# design 1

==> config.mk <==
export PLATFORM = sky130hd
export DESIGN_NAME = vram_arbiter
export DESIGN_NICKNAME = d
export VERILOG_FILES = /design/src/rtl/vram_arbiter.sv
export SDC_FILE = /design/constraint.sdc
export NUM_CORES = 1
export LEC_CHECK = 0
export ABC_AREA = 1
export ABC_CLOCK_PERIOD_IN_PS = 2600
export CORE_MARGIN = 1.5
export CORE_UTILIZATION = 44
export CTS_CLUSTER_DIAMETER = 120
export DETAILED_ROUTE_END_ITERATION = 8
export GPL_ROUTABILITY_DRIVEN = 1
export PLACE_DENSITY = 0.78
export SLEW_MARGIN = 5
export SYNTH_ARGS = -nofsm -noshare
export SYNTH_HDL_FRONTEND = slang
export SYNTH_SLANG_ARGS = --single-unit
==> constraint.sdc <==
create_clock -name clk -period 2.6 [get_ports clk]
set_input_delay 0.26 -clock clk [delete_from_list [all_inputs] [get_ports clk]]
set_output_delay 0.26 -clock clk [all_outputs]
set_load 0.02 [all_outputs]
==> src/rtl/vram_arbiter.sv <==
// vram_arbiter: shares one single-port framebuffer memory between the display
// line prefetcher and the CPU.
//
// During horizontal blanking of line v-1 the next display line v is fetched,
// word by word, into the off-screen half of a ping-pong line buffer. The display
// side has strict priority. The CPU is served only when no display fetch is
// pending, which in practice means the rest of each line plus all of vblank.
// A line fetch that is not finished by the end of its line raises a sticky
// underrun flag and is abandoned.
//
// Ports
//   clk, rst_n                      clock, async active-low reset
//   cnt_h, cnt_v                    video counters shared with the sync generator
//   cpu_req/we/addr/wdata           CPU request, held stable until cpu_ack
//   cpu_ack, cpu_rdata              1-cycle completion pulse, read data (held)
//   mem_req/we/addr/wdata           memory request, held stable until mem_ack
//   mem_ack, mem_rdata              memory completion and read data
//   lb_we/bank/addr/wdata           line-buffer write port
//   lb_sel                          line-buffer half currently displayed
//   underrun, underrun_clr          sticky deadline-miss flag and its clear

module vram_arbiter #(
    parameter int unsigned H_ACTIVE   = 848,
    parameter int unsigned H_TOTAL    = 1088,
    parameter int unsigned V_ACTIVE   = 480,
    parameter int unsigned V_TOTAL    = 517,
    parameter int unsigned LINE_WORDS = 106,
    parameter int unsigned FB_BASE    = 0,
    parameter int unsigned ADDR_W     = 16,
    parameter int unsigned DW         = 32
) (
    input  logic              clk,
    input  logic              rst_n,
    input  logic [10:0]       cnt_h,
    input  logic [9:0]        cnt_v,
    input  logic              cpu_req,
    input  logic              cpu_we,
    input  logic [ADDR_W-1:0] cpu_addr,
    input  logic [DW-1:0]     cpu_wdata,
    output logic              cpu_ack,
    output logic [DW-1:0]     cpu_rdata,
    output logic              mem_req,
    output logic              mem_we,
    output logic [ADDR_W-1:0] mem_addr,
    output logic [DW-1:0]     mem_wdata,
    input  logic              mem_ack,
    input  logic [DW-1:0]     mem_rdata,
    output logic              lb_we,
    output logic              lb_bank,
    output logic [6:0]        lb_addr,
    output logic [DW-1:0]     lb_wdata,
    output logic              lb_sel,
    output logic              underrun,
    input  logic              underrun_clr
);

    // Counter compare values at the counters' own widths.
    localparam logic [10:0]       HFetch    = 11'(H_ACTIVE);
    localparam logic [10:0]       HLast     = 11'(H_TOTAL - 1);
    localparam logic [9:0]        VLastAct  = 10'(V_ACTIVE - 1);
    localparam logic [9:0]        VLast     = 10'(V_TOTAL - 1);
    localparam logic [6:0]        LineWrds  = 7'(LINE_WORDS);
    localparam logic [ADDR_W-1:0] LineStep  = ADDR_W'(LINE_WORDS);
    localparam logic [ADDR_W-1:0] FbBase    = ADDR_W'(FB_BASE);

    typedef enum logic [1:0] {StIdle, StDisp, StCpu} state_e;

    state_e            state_q, state_d;
    logic              pending_q, pending_d;
    logic [6:0]        word_cnt_q, word_cnt_d;
    logic [ADDR_W-1:0] line_ptr_q, line_ptr_d;
    logic [ADDR_W-1:0] row_ptr_q, row_ptr_d;
    logic [9:0]        cnt_v_q;
    logic              fetch_line_q, fetch_line_d;
    logic              lb_bank_q, lb_bank_d;
    logic              lb_sel_q, lb_sel_d;
    logic              underrun_q, underrun_d;
    logic              mem_we_q, mem_we_d;
    logic [ADDR_W-1:0] mem_addr_q, mem_addr_d;
    logic [DW-1:0]     mem_wdata_q, mem_wdata_d;
    logic              lb_we_q, lb_we_d;
    logic [6:0]        lb_addr_q, lb_addr_d;
    logic [DW-1:0]     lb_wdata_q, lb_wdata_d;
    logic              cpu_ack_q, cpu_ack_d;
    logic [DW-1:0]     cpu_rdata_q, cpu_rdata_d;

    logic fetch_start;
    logic deadline;
    logic disp_want;

    // Fetch for line v+1 starts at the first blanking pixel of line v. The last
    // active line and the vblank lines start nothing, except the final vblank
    // line, which prefetches line 0 of the next frame.
    assign fetch_start = (cnt_h == HFetch) && ((cnt_v < VLastAct) || (cnt_v == VLast));
    assign deadline    = (cnt_h == HLast) && fetch_line_q;

    always_comb begin
        state_d      = state_q;
        pending_d    = pending_q;
        word_cnt_d   = word_cnt_q;
        line_ptr_d   = line_ptr_q;
        row_ptr_d    = row_ptr_q;
        fetch_line_d = fetch_line_q;
        lb_bank_d    = lb_bank_q;
        lb_sel_d     = lb_sel_q;
        underrun_d   = underrun_q;
        mem_we_d     = mem_we_q;
        mem_addr_d   = mem_addr_q;
        mem_wdata_d  = mem_wdata_q;
        lb_we_d      = 1'b0;
        lb_addr_d    = lb_addr_q;
        lb_wdata_d   = lb_wdata_q;
        cpu_ack_d    = 1'b0;
        cpu_rdata_d  = cpu_rdata_q;
        disp_want    = 1'b0;

        // row_ptr follows the address of line cnt_v by stepping one line at a
        // time whenever cnt_v moves, so no multiplier is needed.
        if (cnt_v != cnt_v_q) begin
            row_ptr_d = (cnt_v == '0) ? FbBase : row_ptr_q + LineStep;
        end

        if (fetch_start) begin
            pending_d    = 1'b1;
            word_cnt_d   = '0;
            line_ptr_d   = (cnt_v == VLast) ? FbBase : row_ptr_q + LineStep;
            lb_bank_d    = ~lb_sel_q;
            fetch_line_d = 1'b1;
        end

        // End of line: show the freshly fetched half; an unfinished fetch is
        // abandoned, though an access already in flight is allowed to land.
        if (deadline) begin
            lb_sel_d     = lb_bank_q;
            fetch_line_d = 1'b0;
            if (word_cnt_q < LineWrds) begin
                underrun_d = 1'b1;
                pending_d  = 1'b0;
            end
        end

        if (!(deadline && (word_cnt_q < LineWrds)) && underrun_clr) begin
            underrun_d = 1'b0;
        end

        unique case (state_q)
            StIdle: begin
                // Next-state values are used so a fetch starting this cycle
                // beats a simultaneous CPU request, and a deadline this cycle
                // blocks any new display word.
                disp_want = pending_d && (word_cnt_d < LineWrds);
                if (disp_want) begin
                    state_d     = StDisp;
                    mem_we_d    = 1'b0;
                    mem_addr_d  = line_ptr_d + {{(ADDR_W - 7){1'b0}}, word_cnt_d};
                    mem_wdata_d = '0;
                end else if (cpu_req && !cpu_ack_q) begin
                    // cpu_req is still high in the ack cycle; don't reissue it.
                    state_d     = StCpu;
                    mem_we_d    = cpu_we;
                    mem_addr_d  = cpu_addr;
                    mem_wdata_d = cpu_wdata;
                end
            end
            StDisp: begin
                if (mem_ack) begin
                    state_d    = StIdle;
                    lb_we_d    = 1'b1;
                    lb_addr_d  = word_cnt_q;
                    lb_wdata_d = mem_rdata;
                    if (!fetch_start) begin
                        word_cnt_d = word_cnt_q + 7'd1;
                        if (word_cnt_q + 7'd1 >= LineWrds) begin
                            pending_d = 1'b0;
                        end
                    end
                end
            end
            StCpu: begin
                if (mem_ack) begin
                    state_d   = StIdle;
                    cpu_ack_d = 1'b1;
                    if (!mem_we_q) begin
                        cpu_rdata_d = mem_rdata;
                    end
                end
            end
            default: state_d = StIdle;
        endcase
    end

    always_ff @(posedge clk or negedge rst_n) begin
        if (!rst_n) begin
            state_q      <= StIdle;
            pending_q    <= 1'b0;
            word_cnt_q   <= '0;
            line_ptr_q   <= FbBase;
            row_ptr_q    <= FbBase;
            cnt_v_q      <= '0;
            fetch_line_q <= 1'b0;
            lb_bank_q    <= 1'b0;
            lb_sel_q     <= 1'b0;
            underrun_q   <= 1'b0;
            mem_we_q     <= 1'b0;
            mem_addr_q   <= '0;
            mem_wdata_q  <= '0;
            lb_we_q      <= 1'b0;
            lb_addr_q    <= '0;
            lb_wdata_q   <= '0;
            cpu_ack_q    <= 1'b0;
            cpu_rdata_q  <= '0;
        end else begin
            state_q      <= state_d;
            pending_q    <= pending_d;
            word_cnt_q   <= word_cnt_d;
            line_ptr_q   <= line_ptr_d;
            row_ptr_q    <= row_ptr_d;
            cnt_v_q      <= cnt_v;
            fetch_line_q <= fetch_line_d;
            lb_bank_q    <= lb_bank_d;
            lb_sel_q     <= lb_sel_d;
            underrun_q   <= underrun_d;
            mem_we_q     <= mem_we_d;
            mem_addr_q   <= mem_addr_d;
            mem_wdata_q  <= mem_wdata_d;
            lb_we_q      <= lb_we_d;
            lb_addr_q    <= lb_addr_d;
            lb_wdata_q   <= lb_wdata_d;
            cpu_ack_q    <= cpu_ack_d;
            cpu_rdata_q  <= cpu_rdata_d;
        end
    end

    // mem_req comes straight from the state register, so reset drops it at once.
    assign mem_req   = (state_q != StIdle);
    assign mem_we    = mem_we_q;
    assign mem_addr  = mem_addr_q;
    assign mem_wdata = mem_wdata_q;
    assign lb_we     = lb_we_q;
    assign lb_bank   = lb_bank_q;
    assign lb_addr   = lb_addr_q;
    assign lb_wdata  = lb_wdata_q;
    assign lb_sel    = lb_sel_q;
    assign underrun  = underrun_q;
    assign cpu_ack   = cpu_ack_q;
    assign cpu_rdata = cpu_rdata_q;

endmodule

# design 2

`config.mk`:
```
export PLATFORM = sky130hd
export DESIGN_NAME = histogram_axi_reader
export DESIGN_NICKNAME = d
export VERILOG_FILES = /design/src/rtl/hist_pkg.sv /design/src/rtl/histogram_axi_reader.sv
export SDC_FILE = /design/constraint.sdc
export NUM_CORES = 1
export LEC_CHECK = 0
export CAP_MARGIN = 30
export CORE_MARGIN = 4
export CORE_UTILIZATION = 40
export DETAILED_ROUTE_END_ITERATION = 10
export DONT_BUFFER_PORTS = 1
export SYNTH_ARGS = -nofsm -noshare
export SYNTH_HDL_FRONTEND = slang
export SYNTH_SLANG_ARGS = --single-unit
```
`constraint.sdc`:
```
create_clock -name clk -period 1.9 [get_ports clk]
set_clock_uncertainty 0.2 [all_clocks]
set_input_delay 0.38 -clock clk [delete_from_list [all_inputs] [get_ports clk]]
set_output_delay 0.38 -clock clk [all_outputs]
set_load 0.1 [all_outputs]
```
`src/rtl/hist_pkg.sv`:
```
// hist_pkg: shared types and constants for histogram_axi_reader (bin count default, FSM states, AXI responses, CDF saturation)
package hist_pkg;
  localparam int HIST_NUM_BINS = 256;
  typedef enum logic [1:0] {IDLE, ADDR, DATA, FIN} state_t;
  localparam logic [1:0] OKAY = 2'b00;
  localparam logic [1:0] SLVERR = 2'b10;
  localparam logic [31:0] CDF_SAT = 32'hFFFF_FFFF;
  function automatic logic [31:0] sat_add(input logic [31:0] a, input logic [31:0] b);
    logic [32:0] s;
    s = {1'b0, a} + {1'b0, b};
    return s[32] ? CDF_SAT : s[31:0];
  endfunction
endpackage

```
`src/rtl/histogram_axi_reader.sv`:
```
// histogram_axi_reader: sweeps NUM_BINS 32-bit bins over AXI read (one outstanding), emits index/count/CDF per bin.
// Ports: clk, rst (async active-low), start/busy/done/err control, AXI AR/R master channels, bin_idx/bin_count/bin_cdf/bin_valid stream.
// Build option: define HIST_READER_CDF_EN to build the saturating CDF accumulator; otherwise bin_cdf is tied to 0.
module histogram_axi_reader
  import hist_pkg::*;
#(
  parameter int ADDR_BITS = 10,
  parameter logic [31:0] BASE_ADDR = 32'h0,
  parameter int NUM_BINS = HIST_NUM_BINS
) (
  input  logic        clk,
  input  logic        rst,
  input  logic        start,
  output logic        busy,
  output logic        done,
  output logic        err,
  output logic [31:0] m_axi_araddr,
  output logic        m_axi_arvalid,
  input  logic        m_axi_arready,
  input  logic [31:0] m_axi_rdata,
  input  logic [1:0]  m_axi_rresp,
  input  logic        m_axi_rvalid,
  output logic        m_axi_rready,
  output logic [7:0]  bin_idx,
  output logic [31:0] bin_count,
  output logic [31:0] bin_cdf,
  output logic        bin_valid
);
  localparam logic [7:0] LAST = 8'(NUM_BINS - 1);
  state_t state;
  logic [7:0] idx;
  function automatic logic [31:0] addr_of(input logic [7:0] i);
    return BASE_ADDR + 32'(ADDR_BITS'({i, 2'b00}));
  endfunction
`ifdef HIST_READER_CDF_EN
  logic [31:0] acc;
  logic [31:0] cdf_next;
  always_comb cdf_next = sat_add(acc, m_axi_rdata);
`else
  assign bin_cdf = '0;
`endif
  always_ff @(posedge clk or negedge rst) begin
    if (!rst) begin
      state <= IDLE;
      idx <= '0;
      busy <= 1'b0;
      done <= 1'b0;
      err <= 1'b0;
      m_axi_araddr <= '0;
      m_axi_arvalid <= 1'b0;
      m_axi_rready <= 1'b0;
      bin_idx <= '0;
      bin_count <= '0;
      bin_valid <= 1'b0;
`ifdef HIST_READER_CDF_EN
      acc <= '0;
      bin_cdf <= '0;
`endif
    end else begin
      bin_valid <= 1'b0;
      done <= 1'b0;
      case (state)
        IDLE: if (start) begin
          state <= ADDR;
          idx <= '0;
          err <= 1'b0;
          busy <= 1'b1;
          m_axi_arvalid <= 1'b1;
          m_axi_araddr <= addr_of(8'd0);
`ifdef HIST_READER_CDF_EN
          acc <= '0;
`endif
        end
        ADDR: if (m_axi_arready) begin
          state <= DATA;
          m_axi_arvalid <= 1'b0;
          m_axi_rready <= 1'b1;
        end
        DATA: if (m_axi_rvalid) begin
          m_axi_rready <= 1'b0;
          bin_valid <= 1'b1;
          bin_idx <= idx;
          bin_count <= m_axi_rdata;
          if (m_axi_rresp != OKAY) err <= 1'b1;
`ifdef HIST_READER_CDF_EN
          acc <= cdf_next;
          bin_cdf <= cdf_next;
`endif
          if (idx == LAST) state <= FIN;
          else begin
            state <= ADDR;
            idx <= idx + 8'd1;
            m_axi_arvalid <= 1'b1;
            m_axi_araddr <= addr_of(idx + 8'd1);
          end
        end
        FIN: begin
          state <= IDLE;
          done <= 1'b1;
          busy <= 1'b0;
        end
      endcase
    end
  end
endmodule

```
Figure 1. Wires at chosen ports, followed through buffers (design 2).
Scale: 3 px per um.
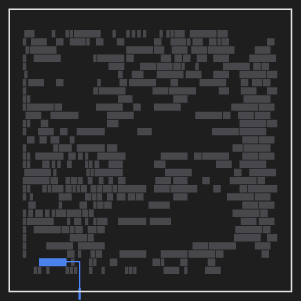
- `busy`: blue (bits 1; direction output; edge bottom; end cells 1; buffers 0; wire 14.3 um)
# IOs: 149
Port Buffers: 0

Figure 2. Drive-strength map (design 2).
Scale: 4 px per um.
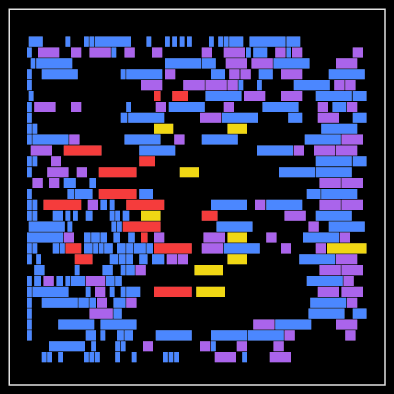
- drive 6 and up: yellow (cells 9; share 3.0%)
- drive 1 or less: blue (cells 185; share 63%)
- drive 3 to 4: purple (cells 87; share 29%)
- drive 2: red (cells 15; share 5.1%)
setup ws final: 0.0698 ns
Buffers, non-clock: 66
final instance area: 3410 um2
Synth-to-Final Area Change: 16.2%

==> results.sh, design 2 <==
# yosys + openroad results
export IMPL_gr_usage_met2_pct=20.2
export IMPL_cts_path_max_buffers=2
export IMPL_ctsResizeCount=0
export IMPL_coreArea_um2=6940
export IMPL_fill_cells=625
export IMPL_die_area_um2=8760
export IMPL_arrival_ns=1.25
export IMPL_comb_cells=161
export IMPL_status="complete, no violations"
export IMPL_nonClkBufAreaFrac_pct=16.9
export IMPL_worst_skew_pair_late_latency_ns=0.30
export IMPL_drc=0
export IMPL_dieHeight_um=93.6
export IMPL_yosys_area_um2=2930
export IMPL_start_kind="flip-flop"
## design 2: registers in the layout, summed over array words and instances, names as in the netlist, 2 cells and up
name,flops
bin_count,32
bin_idx,8
state,2
m_axi_araddr,8
## design 2: layout by cell type (no fill, tap or decap), drive strengths merged, types with 2 or more instances in the layout
master	Yosys	final
conb	1	56
dfrtp	56	56
buf	63	52
mux2	40	40
nand2	14	14
dlygate4sd3	0	14
o21ai	9	9
a21oi	8	8
clkbuf	1	6
inv	5	5
nor2	5	5
nand3	4	4
nor2b	3	3
a41oi	2	2
nand4	2	2
mux2i	2	2
clkinv	0	2
o211ai	2	2
Figure 3. Ports around the boundary (design 1).
Scale: 3 px per um. Pins as bars across the die edge, other pins in gray.
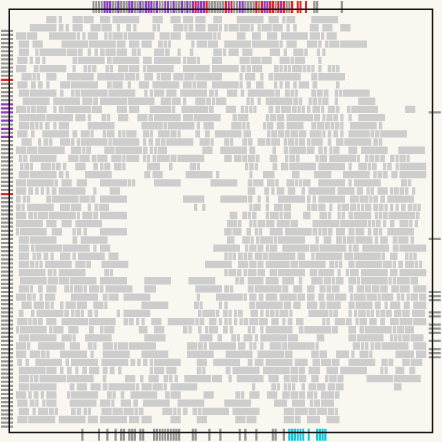
- `cnt_h`: cyan (pins 11; direction input; edge bottom)
- `mem_wdata`: purple (pins 32; direction output; edge 26 top, 6 left)
- `cpu_addr`: red (pins 16; direction input; edge 14 top, 2 left)
Die Ht: 141 um
Port Buffers: 232
die width: 141 um

==> results.sh, design 1 <==
# yosys + openroad results
export IMPL_status="complete, no violations"
export IMPL_pin_count=233
export IMPL_seq_cell_count=177
export IMPL_cts_path_max_buffers=2
export IMPL_initialDrtViolationCount=380
export IMPL_regArea_um2=4430
export IMPL_seq_share_pct=35.7
export IMPL_crit_fanout=6
export IMPL_top_area_cell="dfrtp_1"
export IMPL_buffers=336
export IMPL_maxCapViolations=0
export IMPL_yosys_area_um2=8330
export IMPL_inverters_excl_clock=118
export IMPL_comb_share_pct=27.6
export IMPL_maxSlewHeadroom_pct=57.1
export IMPL_synthTopLogicFamily="simple AND/OR/NAND/NOR gates"
export IMPL_synthDistinctLibCells=46
export IMPL_fmax_mhz=398
export IMPL_cts_tree="done"
export IMPL_drc=0
export IMPL_yosys_area_share_simple_pct=22.1
==> design 1: worst max-delay path, cell delays in order <==
cell and delay [ns]:
clkdlybuf4s50_1 0.49, nand4_1 0.18, nor2_4 0.16, a21boi_4 0.31, nor2_2 0.09, ha_2 0.20, fa_2 0.40, nand3_2 0.10
buf_4 0.11, inv_1 0.03, nor3_1 0.34, a21oi_1 0.09, o21ai_1 0.13
==> design 1: per-layer routing <==
metal	GRT usage [%]	part of all wire, %
met4	7.95	2.2
met1	27.1	40
met3	8.36	7.8
met2	41.7	50
met5	0	0

# design 3

Figure 4. Cell placement (design 3).
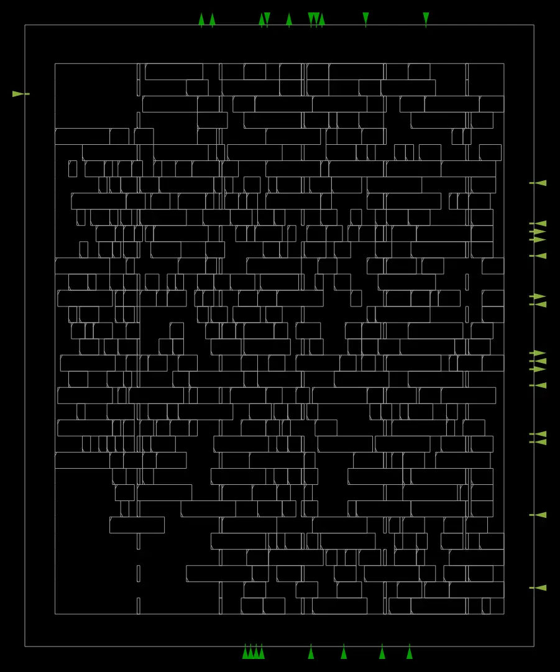

==> src/rtl/hex_scan_ctrl_if.sv <==
`default_nettype none
// ============================================================================
//  Module      : hex_scan_ctrl_if
//  Description : Register-side and display-side signal bundle for
//                hex_scan_ctrl. The master drives the write/enable side and
//                observes the display side. The slave is the scan controller.
//  Ports       : enable, load, wr_data[4*NDIGITS], wr_dp[NDIGITS]   (m -> s)
//                HEX[4], digit_n[NDIGITS], dp_n, frame_done          (s -> m)
//  Revision    : 1.0  initial release
// ============================================================================
interface hex_scan_ctrl_if #(
    parameter int NDIGITS = 4
);
    logic                   enable;
    logic                   load;
    logic [4*NDIGITS-1:0]   wr_data;
    logic [NDIGITS-1:0]     wr_dp;
    logic [3:0]             HEX;
    logic [NDIGITS-1:0]     digit_n;
    logic                   dp_n;
    logic                   frame_done;

    modport master (
        output enable, load, wr_data, wr_dp,
        input  HEX, digit_n, dp_n, frame_done
    );

    modport slave (
        input  enable, load, wr_data, wr_dp,
        output HEX, digit_n, dp_n, frame_done
    );
endinterface
`default_nettype wire

==> src/rtl/hex_scan_ctrl.sv <==
`default_nettype none
// ============================================================================
//  Module      : hex_scan_ctrl
//  Description : Time-multiplexes NDIGITS hex digits through one shared
//                hex2led decoder. Each digit slot is a blanking gap of
//                BLANK_CYCLES (all anodes off) followed by DRIVE_CYCLES with
//                that digit's anode low. Display data is double-buffered and
//                the active copy only changes at a frame boundary.
//  Ports       : clk      - system clock, rising edge
//                reset_n  - asynchronous active-low reset
//                bus      - hex_scan_ctrl_if.slave
//                           enable/load/wr_data/wr_dp in,
//                           HEX/digit_n/dp_n/frame_done out (all registered)
//  Options     : LEADING_ZERO_BLANK_EN - when defined, leading zero digits
//                (except digit 0, and except digits whose dp bit is set)
//                keep their time slot but stay dark.
//  Revision    : 1.0  initial release
// ============================================================================
module hex_scan_ctrl #(
    parameter int NDIGITS      = 4,
    parameter int DRIVE_CYCLES = 50000,
    parameter int BLANK_CYCLES = 16
) (
    input  wire logic           clk,
    input  wire logic           reset_n,
    hex_scan_ctrl_if.slave      bus
);

    localparam int c_MAXC = (DRIVE_CYCLES > BLANK_CYCLES) ? DRIVE_CYCLES : BLANK_CYCLES;
    localparam int c_CW   = $clog2(c_MAXC + 1);
    localparam int c_IW   = (NDIGITS > 1) ? $clog2(NDIGITS) : 1;

    localparam logic [c_CW-1:0] c_DRIVE_LAST = c_CW'(DRIVE_CYCLES - 1);
    localparam logic [c_CW-1:0] c_BLANK_LAST = c_CW'((BLANK_CYCLES > 0) ? BLANK_CYCLES - 1 : 0);
    localparam logic [c_IW-1:0] c_IDX_LAST   = c_IW'(NDIGITS - 1);

    typedef enum logic [1:0] {
        S_IDLE  = 2'd0,
        S_BLANK = 2'd1,
        S_DRIVE = 2'd2
    } state_t;

    // With no blanking gap every slot starts straight in DRIVE.
    localparam state_t c_SLOT_START = (BLANK_CYCLES == 0) ? S_DRIVE : S_BLANK;

    state_t                 state_q,      state_d;
    logic [c_IW-1:0]        idx_q,        idx_d;
    logic [c_CW-1:0]        cnt_q,        cnt_d;
    logic [4*NDIGITS-1:0]   active_q,     active_d;
    logic [NDIGITS-1:0]     active_dp_q,  active_dp_d;
    logic [4*NDIGITS-1:0]   shadow_q,     shadow_d;
    logic [NDIGITS-1:0]     shadow_dp_q,  shadow_dp_d;
    logic                   pending_q,    pending_d;
    logic [3:0]             hex_q,        hex_d;
    logic [NDIGITS-1:0]     digit_n_q,    digit_n_d;
    logic                   dp_n_q,       dp_n_d;
    logic                   frame_done_q, frame_done_d;

    logic                   w_frame_end;
    logic                   w_lit;
    logic [NDIGITS-1:0]     w_supp;

    // ------------------------------------------------------------------
    // Sequencing and double-buffer update
    // ------------------------------------------------------------------
    always_comb begin
        state_d      = state_q;
        idx_d        = idx_q;
        cnt_d        = cnt_q;
        active_d     = active_q;
        active_dp_d  = active_dp_q;
        shadow_d     = shadow_q;
        shadow_dp_d  = shadow_dp_q;
        pending_d    = pending_q;
        w_frame_end  = 1'b0;

        if (!bus.enable) begin
            state_d = S_IDLE;
            idx_d   = '0;
            cnt_d   = '0;
        end else begin
            case (state_q)
                S_IDLE: begin
                    state_d = c_SLOT_START;
                    idx_d   = '0;
                    cnt_d   = '0;
                end
                S_BLANK: begin
                    if (cnt_q == c_BLANK_LAST) begin
                        state_d = S_DRIVE;
                        cnt_d   = '0;
                    end else begin
                        cnt_d   = cnt_q + c_CW'(1);
                    end
                end
                S_DRIVE: begin
                    if (cnt_q == c_DRIVE_LAST) begin
                        state_d = c_SLOT_START;
                        cnt_d   = '0;
                        if (idx_q == c_IDX_LAST) begin
                            idx_d       = '0;
                            w_frame_end = 1'b1;
                        end else begin
                            idx_d       = idx_q + c_IW'(1);
                        end
                    end else begin
                        cnt_d = cnt_q + c_CW'(1);
                    end
                end
                default: begin
                    state_d = S_IDLE;
                    idx_d   = '0;
                    cnt_d   = '0;
                end
            endcase
        end

        // A load landing on the last cycle of a frame bypasses the shadow so
        // the very next frame already shows it; otherwise the shadow waits.
        if (w_frame_end && bus.load) begin
            active_d    = bus.wr_data;
            active_dp_d = bus.wr_dp;
            shadow_d    = bus.wr_data;
            shadow_dp_d = bus.wr_dp;
            pending_d   = 1'b0;
        end else begin
            if (w_frame_end && pending_q) begin
                active_d    = shadow_q;
                active_dp_d = shadow_dp_q;
                pending_d   = 1'b0;
            end
            if (bus.load) begin
                shadow_d    = bus.wr_data;
                shadow_dp_d = bus.wr_dp;
                pending_d   = 1'b1;
            end
        end
    end

    // ------------------------------------------------------------------
    // Leading-zero suppression mask, from next-cycle active data
    // ------------------------------------------------------------------
`ifdef LEADING_ZERO_BLANK_EN
    for (genvar gk = 0; gk < NDIGITS; gk++) begin : g_lzb
        if (gk == 0) begin : g_digit0
            assign w_supp[gk] = 1'b0;
        end else begin : g_upper
            assign w_supp[gk] = ~active_dp_d[gk] &&
                                (active_d[4*NDIGITS-1:4*gk] == '0);
        end
    end
`else
    assign w_supp = '0;
`endif

    // ------------------------------------------------------------------
    // Output decode of the next state, so outputs are registered yet line
    // up with the state register in the same cycle.
    // ------------------------------------------------------------------
    always_comb begin
        w_lit        = (state_d == S_DRIVE) && !w_supp[idx_d];
        hex_d        = (state_d == S_IDLE) ? 4'h0 : active_d[{idx_d, 2'b00} +: 4];
        digit_n_d    = '1;
        dp_n_d       = 1'b1;
        if (w_lit) begin
            digit_n_d[idx_d] = 1'b0;
            dp_n_d           = ~active_dp_d[idx_d];
        end
        frame_done_d = (state_d == S_DRIVE) && (idx_d == c_IDX_LAST) &&
                       (cnt_d == c_DRIVE_LAST);
    end

    always_ff @(posedge clk or negedge reset_n) begin
        if (!reset_n) begin
            state_q      <= S_IDLE;
            idx_q        <= '0;
            cnt_q        <= '0;
            active_q     <= '0;
            active_dp_q  <= '0;
            shadow_q     <= '0;
            shadow_dp_q  <= '0;
            pending_q    <= 1'b0;
            hex_q        <= 4'h0;
            digit_n_q    <= '1;
            dp_n_q       <= 1'b1;
            frame_done_q <= 1'b0;
        end else begin
            state_q      <= state_d;
            idx_q        <= idx_d;
            cnt_q        <= cnt_d;
            active_q     <= active_d;
            active_dp_q  <= active_dp_d;
            shadow_q     <= shadow_d;
            shadow_dp_q  <= shadow_dp_d;
            pending_q    <= pending_d;
            hex_q        <= hex_d;
            digit_n_q    <= digit_n_d;
            dp_n_q       <= dp_n_d;
            frame_done_q <= frame_done_d;
        end
    end

    assign bus.HEX        = hex_q;
    assign bus.digit_n    = digit_n_q;
    assign bus.dp_n       = dp_n_q;
    assign bus.frame_done = frame_done_q;

endmodule
`default_nettype wire

==> src/flat_wrapper.sv <==
// flat-port wrapper written by rule: the top's interface ports become plain ports
module hex_scan_ctrl_flat 
#(
    parameter int NDIGITS      = 4,
    parameter int DRIVE_CYCLES = 50000,
    parameter int BLANK_CYCLES = 16
)
  (clk, reset_n, bus_enable, bus_load, bus_wr_data, bus_wr_dp, bus_HEX, bus_digit_n, bus_dp_n, bus_frame_done);
  hex_scan_ctrl_if #(.NDIGITS(NDIGITS)) bus_i ();
  input  wire logic clk;
  input  wire logic reset_n;
  input wire logic [$bits(bus_i.enable)-1:0] bus_enable;
  input wire logic [$bits(bus_i.load)-1:0] bus_load;
  input wire logic [$bits(bus_i.wr_data)-1:0] bus_wr_data;
  input wire logic [$bits(bus_i.wr_dp)-1:0] bus_wr_dp;
  output wire logic [$bits(bus_i.HEX)-1:0] bus_HEX;
  output wire logic [$bits(bus_i.digit_n)-1:0] bus_digit_n;
  output wire logic [$bits(bus_i.dp_n)-1:0] bus_dp_n;
  output wire logic [$bits(bus_i.frame_done)-1:0] bus_frame_done;
  assign bus_i.enable = bus_enable;
  assign bus_i.load = bus_load;
  assign bus_i.wr_data = bus_wr_data;
  assign bus_i.wr_dp = bus_wr_dp;
  assign bus_HEX = bus_i.HEX;
  assign bus_digit_n = bus_i.digit_n;
  assign bus_dp_n = bus_i.dp_n;
  assign bus_frame_done = bus_i.frame_done;
  hex_scan_ctrl #(.NDIGITS(NDIGITS), .DRIVE_CYCLES(DRIVE_CYCLES), .BLANK_CYCLES(BLANK_CYCLES)) u_core (.clk(clk), .reset_n(reset_n), .bus(bus_i));
endmodule
==> config.mk <==
export PLATFORM = sky130hd
export DESIGN_NAME = hex_scan_ctrl_flat
export DESIGN_NICKNAME = d
export VERILOG_FILES = /design/src/rtl/hex_scan_ctrl_if.sv /design/src/rtl/hex_scan_ctrl.sv /design/src/flat_wrapper.sv
export SDC_FILE = /design/constraint.sdc
export NUM_CORES = 1
export LEC_CHECK = 0
export CORE_ASPECT_RATIO = 1.25
export CORE_MARGIN = 5
export CORE_UTILIZATION = 50
export CTS_CLUSTER_SIZE = 40
export DETAILED_ROUTE_END_ITERATION = 16
export PLACE_DENSITY_LB_ADDON = 0.15
export RECOVER_POWER = 25
export SYNTH_ARGS = -nofsm -noshare
export SYNTH_HDL_FRONTEND = slang
export SYNTH_SLANG_ARGS = --single-unit
==> constraint.sdc <==
create_clock -name clk -period 2.6 [get_ports clk]
set_input_delay 0.39 -clock clk [delete_from_list [all_inputs] [get_ports clk]]
set_output_delay 0.39 -clock clk [all_outputs]
set_load 0.005 [all_outputs]
# design 4

## config.mk

```make
export PLATFORM = sky130hd
export DESIGN_NAME = rs422_uart_rx
export DESIGN_NICKNAME = d
export VERILOG_FILES = /design/src/rtl/rs422_uart_rx.sv
export SDC_FILE = /design/constraint.sdc
export NUM_CORES = 1
export LEC_CHECK = 0
export ABC_AREA = 1
export CAP_MARGIN = 20
export CORE_MARGIN = 1.5
export CORE_UTILIZATION = 40
export CTS_CLUSTER_SIZE = 20
export DETAILED_ROUTE_END_ITERATION = 12
export SYNTH_ARGS = -nofsm -noshare
export SYNTH_HDL_FRONTEND = slang
export SYNTH_SLANG_ARGS = --single-unit
```

## constraint.sdc

```tcl
create_clock -name clk1_8m -period 2.3 [get_ports clk1_8m]
set_input_delay 0.345 -clock clk1_8m [delete_from_list [all_inputs] [get_ports clk1_8m]]
set_output_delay 0.345 -clock clk1_8m [all_outputs]
set_load 0.05 [all_outputs]
```

## src/rtl/rs422_uart_rx.sv

```systemverilog
// 8N1 UART receiver for the RS422 link, 16x oversampled on the 1.8432 MHz clock.
// Each bit is sampled at its centre; line transitions re-centre the sample counter.
module rs422_uart_rx #(
   parameter int OVERSAMPLE = 16,
   parameter int DATA_BITS  = 8
) (
   input  logic                 clk1_8m,
   input  logic                 rst,
   input  logic                 rxd,
   output logic [DATA_BITS-1:0] rx_data,
   output logic                 rx_valid,
   output logic                 frame_err,
   output logic                 busy
);

   localparam int CW = $clog2(OVERSAMPLE);
   localparam int IW = (DATA_BITS > 1) ? $clog2(DATA_BITS) : 1;
   localparam logic [CW-1:0] CNT_MID    = CW'(OVERSAMPLE / 2 - 1);
   localparam logic [CW-1:0] CNT_LAST   = CW'(OVERSAMPLE - 1);
   localparam logic [CW-1:0] CNT_RESYNC = CW'(OVERSAMPLE / 2);
   localparam logic [IW-1:0] IDX_LAST   = IW'(DATA_BITS - 1);

   typedef enum logic [2:0] {
      IDLE,
      START,
      DATA,
      STOP,
      DONE,
      BREAK
   } state_t;

   state_t               state, state_nxt;
   logic                 rxd_meta, rxd_s, rxd_d;
   logic [CW-1:0]        cnt, cnt_nxt;
   logic [IW-1:0]        idx, idx_nxt;
   logic [DATA_BITS-1:0] shreg;
   logic                 shift_en, load_en, err_en;
   logic                 line_edge;

   // rxd_d is one cycle behind rxd_s, so line_edge marks a bit boundary
   always_ff @(posedge clk1_8m or negedge rst) begin
      if (!rst) begin
         rxd_meta <= 1'b1;
         rxd_s    <= 1'b1;
         rxd_d    <= 1'b1;
      end else begin
         rxd_meta <= rxd;
         rxd_s    <= rxd_meta;
         rxd_d    <= rxd_s;
      end
   end

   assign line_edge = rxd_s ^ rxd_d;

   always_ff @(posedge clk1_8m or negedge rst) begin
      if (!rst) begin
         state <= IDLE;
         cnt   <= '0;
         idx   <= '0;
      end else begin
         state <= state_nxt;
         cnt   <= cnt_nxt;
         idx   <= idx_nxt;
      end
   end

   always_comb begin
      state_nxt = state;
      cnt_nxt   = cnt + CW'(1);
      idx_nxt   = idx;
      shift_en  = 1'b0;
      load_en   = 1'b0;
      err_en    = 1'b0;
      case (state)
         IDLE: begin
            cnt_nxt = '0;
            if (!rxd_s) state_nxt = START;
         end
         START: begin
            if (cnt == CNT_MID) begin
               cnt_nxt   = '0;
               idx_nxt   = '0;
               state_nxt = rxd_s ? IDLE : DATA;
            end
         end
         DATA: begin
            // An edge lands half a bit before the next centre at the nominal rate
            if (cnt == CNT_LAST) begin
               cnt_nxt  = '0;
               shift_en = 1'b1;
               if (idx == IDX_LAST) state_nxt = STOP;
               else                 idx_nxt   = idx + IW'(1);
            end else if (line_edge) begin
               cnt_nxt = CNT_RESYNC;
            end
         end
         STOP: begin
            if (cnt == CNT_LAST) begin
               cnt_nxt = '0;
               if (rxd_s) begin
                  state_nxt = DONE;
               end else begin
                  err_en    = 1'b1;
                  state_nxt = BREAK;
               end
            end else if (line_edge) begin
               cnt_nxt = CNT_RESYNC;
            end
         end
         DONE: begin
            cnt_nxt   = '0;
            load_en   = 1'b1;
            state_nxt = IDLE;
         end
         BREAK: begin
            cnt_nxt = '0;
            if (rxd_s) state_nxt = IDLE;
         end
         default: begin
            cnt_nxt   = '0;
            state_nxt = IDLE;
         end
      endcase
   end

   always_ff @(posedge clk1_8m) begin
      if (shift_en) shreg <= {rxd_s, shreg[DATA_BITS-1:1]};
   end

   always_ff @(posedge clk1_8m or negedge rst) begin
      if (!rst) begin
         rx_data   <= '0;
         rx_valid  <= 1'b0;
         frame_err <= 1'b0;
      end else begin
         rx_valid  <= load_en;
         frame_err <= err_en;
         if (load_en) rx_data <= shreg;
      end
   end

   assign busy = (state != IDLE);

endmodule

```

# design 5

--- config.mk ---
export PLATFORM = sky130hd
export DESIGN_NAME = vram_arbiter
export DESIGN_NICKNAME = d
export VERILOG_FILES = /design/src/rtl/vram_arbiter.sv
export SDC_FILE = /design/constraint.sdc
export NUM_CORES = 1
export LEC_CHECK = 0
export ABC_CLOCK_PERIOD_IN_PS = 1950
export CORE_ASPECT_RATIO = 2
export CORE_MARGIN = 8
export CORE_UTILIZATION = 35
export CTS_CLUSTER_DIAMETER = 100
export DETAILED_ROUTE_END_ITERATION = 10
export PLACE_DENSITY = 0.66
export SLEW_MARGIN = 10
export SYNTH_ARGS = -nofsm -noshare
export SYNTH_HDL_FRONTEND = slang
export SYNTH_SLANG_ARGS = --single-unit
export TNS_END_PERCENT = 1
--- constraint.sdc ---
create_clock -name clock -period 1.95 [get_ports clock]
set_input_delay 0.39 -clock clock [delete_from_list [all_inputs] [get_ports clock]]
set_output_delay 0.39 -clock clock [all_outputs]
set_load 0.05 [all_outputs]
--- src/rtl/vram_arbiter.sv ---
// Single-port text-RAM arbiter: GPU fetches win by default, the CPU is
// guaranteed a slot after MAX_WAIT denied cycles; each access is grant + done.
module vram_arbiter #(
  parameter int AW       = 12,
  parameter int DW       = 8,
  parameter int MAX_WAIT = 4,
  parameter int WW       = 3
) (
  input  logic          clock,
  input  logic          reset_n,
  input  logic          cpu_req,
  input  logic          cpu_we,
  input  logic [AW-1:0] cpu_a,
  input  logic [DW-1:0] cpu_d,
  output logic [DW-1:0] cpu_q,
  output logic          cpu_ready,
  input  logic          gpu_req,
  input  logic [AW-1:0] gpu_a,
  output logic [DW-1:0] gpu_q,
  output logic          gpu_ack,
  output logic [AW-1:0] mem_a,
  output logic [DW-1:0] mem_d,
  output logic          mem_w,
  input  logic [DW-1:0] mem_q
);

  typedef enum logic [2:0] {
    IDLE  = 3'd0,
    G_GPU = 3'd1,
    D_GPU = 3'd2,
    G_CPU = 3'd3,
    D_CPU = 3'd4
  } state_t;

  localparam logic [WW-1:0] WAIT_LIMIT = WW'(MAX_WAIT);
  localparam logic [WW-1:0] WAIT_ONE   = WW'(1);

  state_t        state_r, state_s;
  logic [WW-1:0] wait_cnt_r, wait_cnt_s;
  logic          cpu_cand_s, gpu_cand_s;
  logic [AW-1:0] mem_a_r;
  logic [DW-1:0] mem_d_r;
  logic          mem_w_r;
  logic          cpu_we_r;
  logic [DW-1:0] cpu_q_r, gpu_q_r;
  logic          cpu_ready_r, gpu_ack_r;

  // Next-state arbitration; a requester in its own done cycle is not a candidate
  always_comb begin
    state_s    = IDLE;
    cpu_cand_s = cpu_req && (state_r != D_CPU);
    gpu_cand_s = gpu_req && (state_r != D_GPU);
    case (state_r)
      G_GPU: state_s = D_GPU;
      G_CPU: state_s = D_CPU;
      IDLE, D_GPU, D_CPU: begin
        if (cpu_cand_s && (wait_cnt_r >= WAIT_LIMIT)) begin
          state_s = G_CPU;
        end else if (gpu_cand_s) begin
          state_s = G_GPU;
        end else if (cpu_cand_s) begin
          state_s = G_CPU;
        end else begin
          state_s = IDLE;
        end
      end
      default: state_s = IDLE;
    endcase
  end

  // CPU starvation counter: counts denied cycles, saturating at the limit
  always_comb begin
    wait_cnt_s = wait_cnt_r;
    if (state_s == G_CPU) begin
      wait_cnt_s = {WW{1'b0}};
    end else if (!cpu_req) begin
      wait_cnt_s = {WW{1'b0}};
    end else if ((state_r != G_CPU) && (state_r != D_CPU) && (wait_cnt_r < WAIT_LIMIT)) begin
      wait_cnt_s = wait_cnt_r + WAIT_ONE;
    end else begin
      wait_cnt_s = wait_cnt_r;
    end
  end

  // State, completion strobes and RAM command registers
  always_ff @(posedge clock or negedge reset_n) begin
    if (!reset_n) begin
      state_r     <= IDLE;
      wait_cnt_r  <= {WW{1'b0}};
      cpu_ready_r <= 1'b0;
      gpu_ack_r   <= 1'b0;
      mem_a_r     <= {AW{1'b0}};
      mem_d_r     <= {DW{1'b0}};
      mem_w_r     <= 1'b0;
      cpu_we_r    <= 1'b0;
    end else begin
      state_r     <= state_s;
      wait_cnt_r  <= wait_cnt_s;
      cpu_ready_r <= (state_s == D_CPU);
      gpu_ack_r   <= (state_s == D_GPU);
      if (state_s == G_GPU) begin
        mem_a_r <= gpu_a;
        mem_w_r <= 1'b0;
      end else if (state_s == G_CPU) begin
        mem_a_r  <= cpu_a;
        mem_d_r  <= cpu_d;
        mem_w_r  <= cpu_we;
        cpu_we_r <= cpu_we;
      end else begin
        mem_w_r <= 1'b0;
      end
    end
  end

  // Read-data hold registers, loaded in the done cycle
  always_ff @(posedge clock or negedge reset_n) begin
    if (!reset_n) begin
      cpu_q_r <= {DW{1'b0}};
      gpu_q_r <= {DW{1'b0}};
    end else begin
      if (state_r == D_GPU) begin
        gpu_q_r <= mem_q;
      end
      if ((state_r == D_CPU) && !cpu_we_r) begin
        cpu_q_r <= mem_q;
      end
    end
  end

  // RAM data arrives in the done cycle, so it is forwarded while the strobe is high
  assign cpu_q     = (cpu_ready_r && !cpu_we_r) ? mem_q : cpu_q_r;
  assign gpu_q     = gpu_ack_r ? mem_q : gpu_q_r;
  assign cpu_ready = cpu_ready_r;
  assign gpu_ack   = gpu_ack_r;
  assign mem_a     = mem_a_r;
  assign mem_d     = mem_d_r;
  assign mem_w     = mem_w_r;

endmodule

Figure 5. Drive-strength map (design 3).
Scale: 4 px per um.
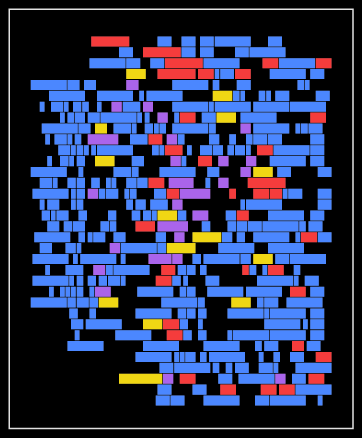
- drive 2: red (cells 37; share 9.8%)
- drive 6 and up: yellow (cells 14; share 3.7%)
- drive 3 to 4: purple (cells 26; share 6.9%)
- drive 1 or less: blue (cells 302; share 80%)

Notes on Figure 4 above:
Core Util, Final: 61.4%
core box area: 6980 um2

==> results.sh, design 3 <==
# yosys + openroad results
export IMPL_p_comb_share_pct=6.2
export IMPL_yosys_area_share_simple_pct=16.3
export IMPL_drv_slew=0
export IMPL_hold_viol=0
export IMPL_postCtsHoldBufs=1
export IMPL_placement_io_buffers=33
export IMPL_fin_crit_ns=2.44
export IMPL_use_met3_pct=4.04
export IMPL_wl_met1_um=3120
export IMPL_worst_skew_pair_late_latency_ns=0.35
export IMPL_dp_cells=450
export IMPL_wl_met3_um=327
export IMPL_net_switching_power_w=0.000514
export IMPL_cp_required_ns=2.81
export IMPL_n_antenna_cell=0
export IMPL_tightestPinTransition_ns=0.863
export IMPL_floorplanUtilization_pct=51.1
export IMPL_clk_pin_slew_ns=0.07
export IMPL_area_leaders="dfrtp_1, mux2_2, mux2i_1"
export IMPL_r2r_end="u_core.bus.HEX[3]$_DFF_PN0_"
export IMPL_status="complete, no violations"
export IMPL_postSynthSeqShare_pct=50.0
export IMPL_power_leader="registers"
design 3: critical path, stage by stage (launching register included):
cell,delay (ns)
dfrtp_1,0.42
ha_1,0.25
and3_4,0.21
and3_1,0.22
buf_4,0.18
a32o_2,0.29
a31oi_4,0.23
buf_4,0.17
mux2i_1,0.23
a211oi_1,0.11
design 3: area by class of cell:
class	instances	area (um2)
Timing Repair Buffer	53	499
Tap cell	90	113
Sequential cell	71	1780
Clock buffer	10	138
Multi-Input combinational cell	234	1670
Clock inverter	6	68.8
Fill cell	585	2690
Inverter	5	18.8
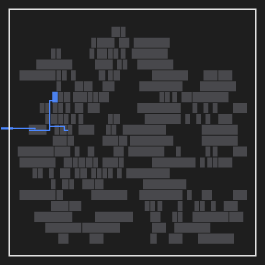
Figure 6: design 4, wires at chosen ports, followed through buffers.
Scale: 4 px per um.
- `busy`: blue (bits 1; direction output; edge left; end cells 1; buffers 1; wire 25.5 um)
# IOs: 14
Port Buffers: 13

Figure 7. Ports around the boundary (design 4).
Scale: 8 px per um. Pins as bars across the die edge, other pins in gray.
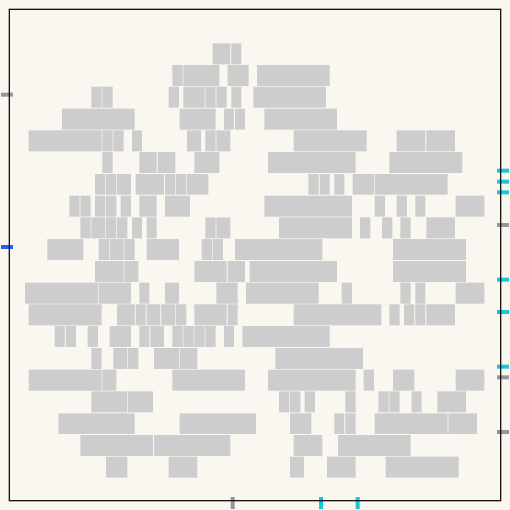
- `busy`: blue (pins 1; direction output; edge left)
- `rx_data`: cyan (pins 8; direction output; edge 6 right, 2 bottom)
- all pins by edge: 9 right, 3 bottom, 2 left
die width: 61.2 um
Die Ht: 61.2 um

==> results.sh, design 4 <==
# yosys + openroad results
export IMPL_status="complete, no violations"
export IMPL_layout_top_cell="nand2_1"
export IMPL_fmax_mhz=542
export IMPL_postSynthSeqShare_pct=60.4
export IMPL_holdWs_ns=0.364
export IMPL_htreeDepth=2
export IMPL_adder_share_pct=2.77
export IMPL_logic_area_um2=492
export IMPL_cts_path_max_buffers=2
export IMPL_core_rowCount=20
export IMPL_top_cell_area_share_pct=36.9
export IMPL_warning_count=26
export IMPL_inverters_excl_clock=12
export IMPL_ant_nets=0
export IMPL_met1_usage_pct=20.0
export IMPL_synthArstFlopShare_pct=74.2
export IMPL_ys_warn_count=0
export IMPL_top_area_cell="dfrtp_1"
export IMPL_critPathTopFamily="buffers and inverters"
export IMPL_wl_met3_um=115
export IMPL_grt_ovfl_total=0
export IMPL_nonClkBufAreaFrac_pct=8.74
export IMPL_holdCritPathClass="flip-flop to flip-flop"
export IMPL_slowest_stage="clkdlybuf4s50_1"
[design 4: through the flow]
| stage | utilization [%] | setup slack [ns] | std cells | power [W] |
|---|---|---|---|---|
| detailed placement | 49.5 | 0.469 | 197 | 0.00183 |
| global route | 51.3 | 0.393 | 205 | 0.00227 |
| floorplan | - | 0.828 | 139 | 0.00154 |
| CTS | 51.2 | 0.0819 | 205 | 0.00213 |
| global placement | 49.5 | 0.512 | 197 | 0.00180 |
| finish | 51.3 | 0.456 | 205 | 0.00210 |
[design 4: flip-flops by register name, indices dropped and copies added (netlist names), 3 cells and up]
signal and cells:
rx_data 8, state 3, cnt 4, idx 3, shreg 8
Figure 8. Selected gate families (design 5).
Scale: 4 px per um.
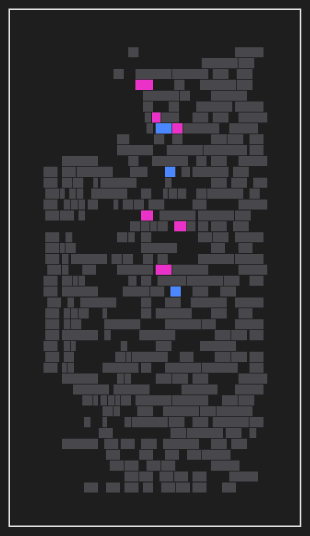
- AND-OR and OR-AND gates: blue (cells 3)
- AND and OR gates: magenta (cells 6)
combinational fraction of the cell area: 27.2%
dominant logic cell type in the layout: clkdlybuf4s50_1
Final Non-Filler Cells: 360

==> results.sh, design 5 <==
# yosys + openroad results
export IMPL_status="complete, no violations"
export IMPL_p_comb_share_pct=63.1
export IMPL_grt_max_degree=19
export IMPL_place_area_um2=3330
export IMPL_syn_nets=227
export IMPL_ys_warn_count=0
export IMPL_top_cells_by_count="dfrtp_1, mux2_2, nand3_1, inv_1, o211ai_1"
export IMPL_postCtsHoldBufs=0
export IMPL_initialDrtViolationCount=38
export IMPL_ff2ff_setup_slack_ns=0.25
export IMPL_viasPerCell=4.83
export IMPL_core_rowCount=41
export IMPL_routed_wl_um=6020
export IMPL_die_x_um=72.4
export IMPL_holdWs_ns=0.0157
export IMPL_post_cts_setup_buffers=0
export IMPL_clkbuf_count=5
design 5: metal layers:
metal,wire (um),global-route usage [%],vias to the layer above
met1,2310,15.1,836
li1,-,-,831
met3,284,3.66,9
met5,0,0,-
met4,144,6.53,0
met2,3280,26.1,62
design 5: state kept, by name, summed over array words and instances (netlist names), 3 cells and up:
name,flops
wait_cnt_r,3
gpu_q_r,8
state_r,3
mem_a,12
cpu_q_r,8
mem_d,8
design 5: critical path, delay by kind of cell, from the launching register on:
family	cells	cell delay [ns]
buffers and inverters	2	0.32
DFF	1	0.38
muxes	1	0.38
and+or+nand+nor	1	0.11


==> notes/layouts.md <==
Pictures saved along the way, in no particular order.

Ports around the boundary.
Scale: 4 px per um. Pins as bars across the die edge, other pins in gray.
Plate I
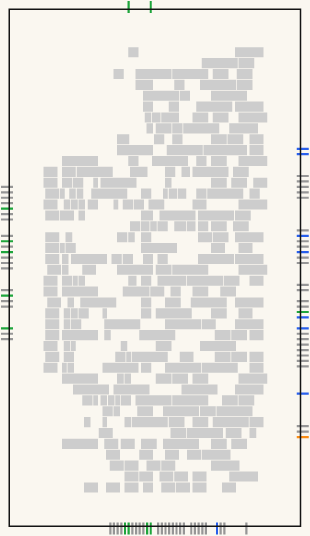
Plate II
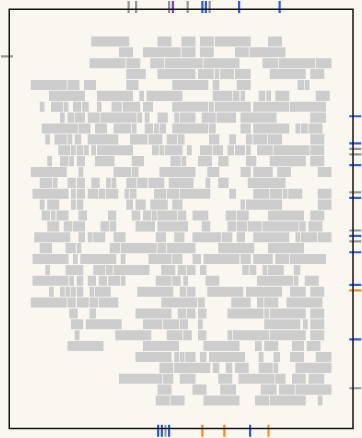
Plate III
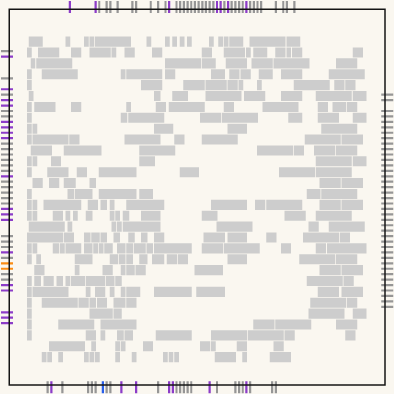
- most pins: Plate III
- fewest pins: Plate II
Plate I is design 5.
Plate III is design 2.
Plate II is design 3.

Power is estimated from default activity; no workload was simulated.
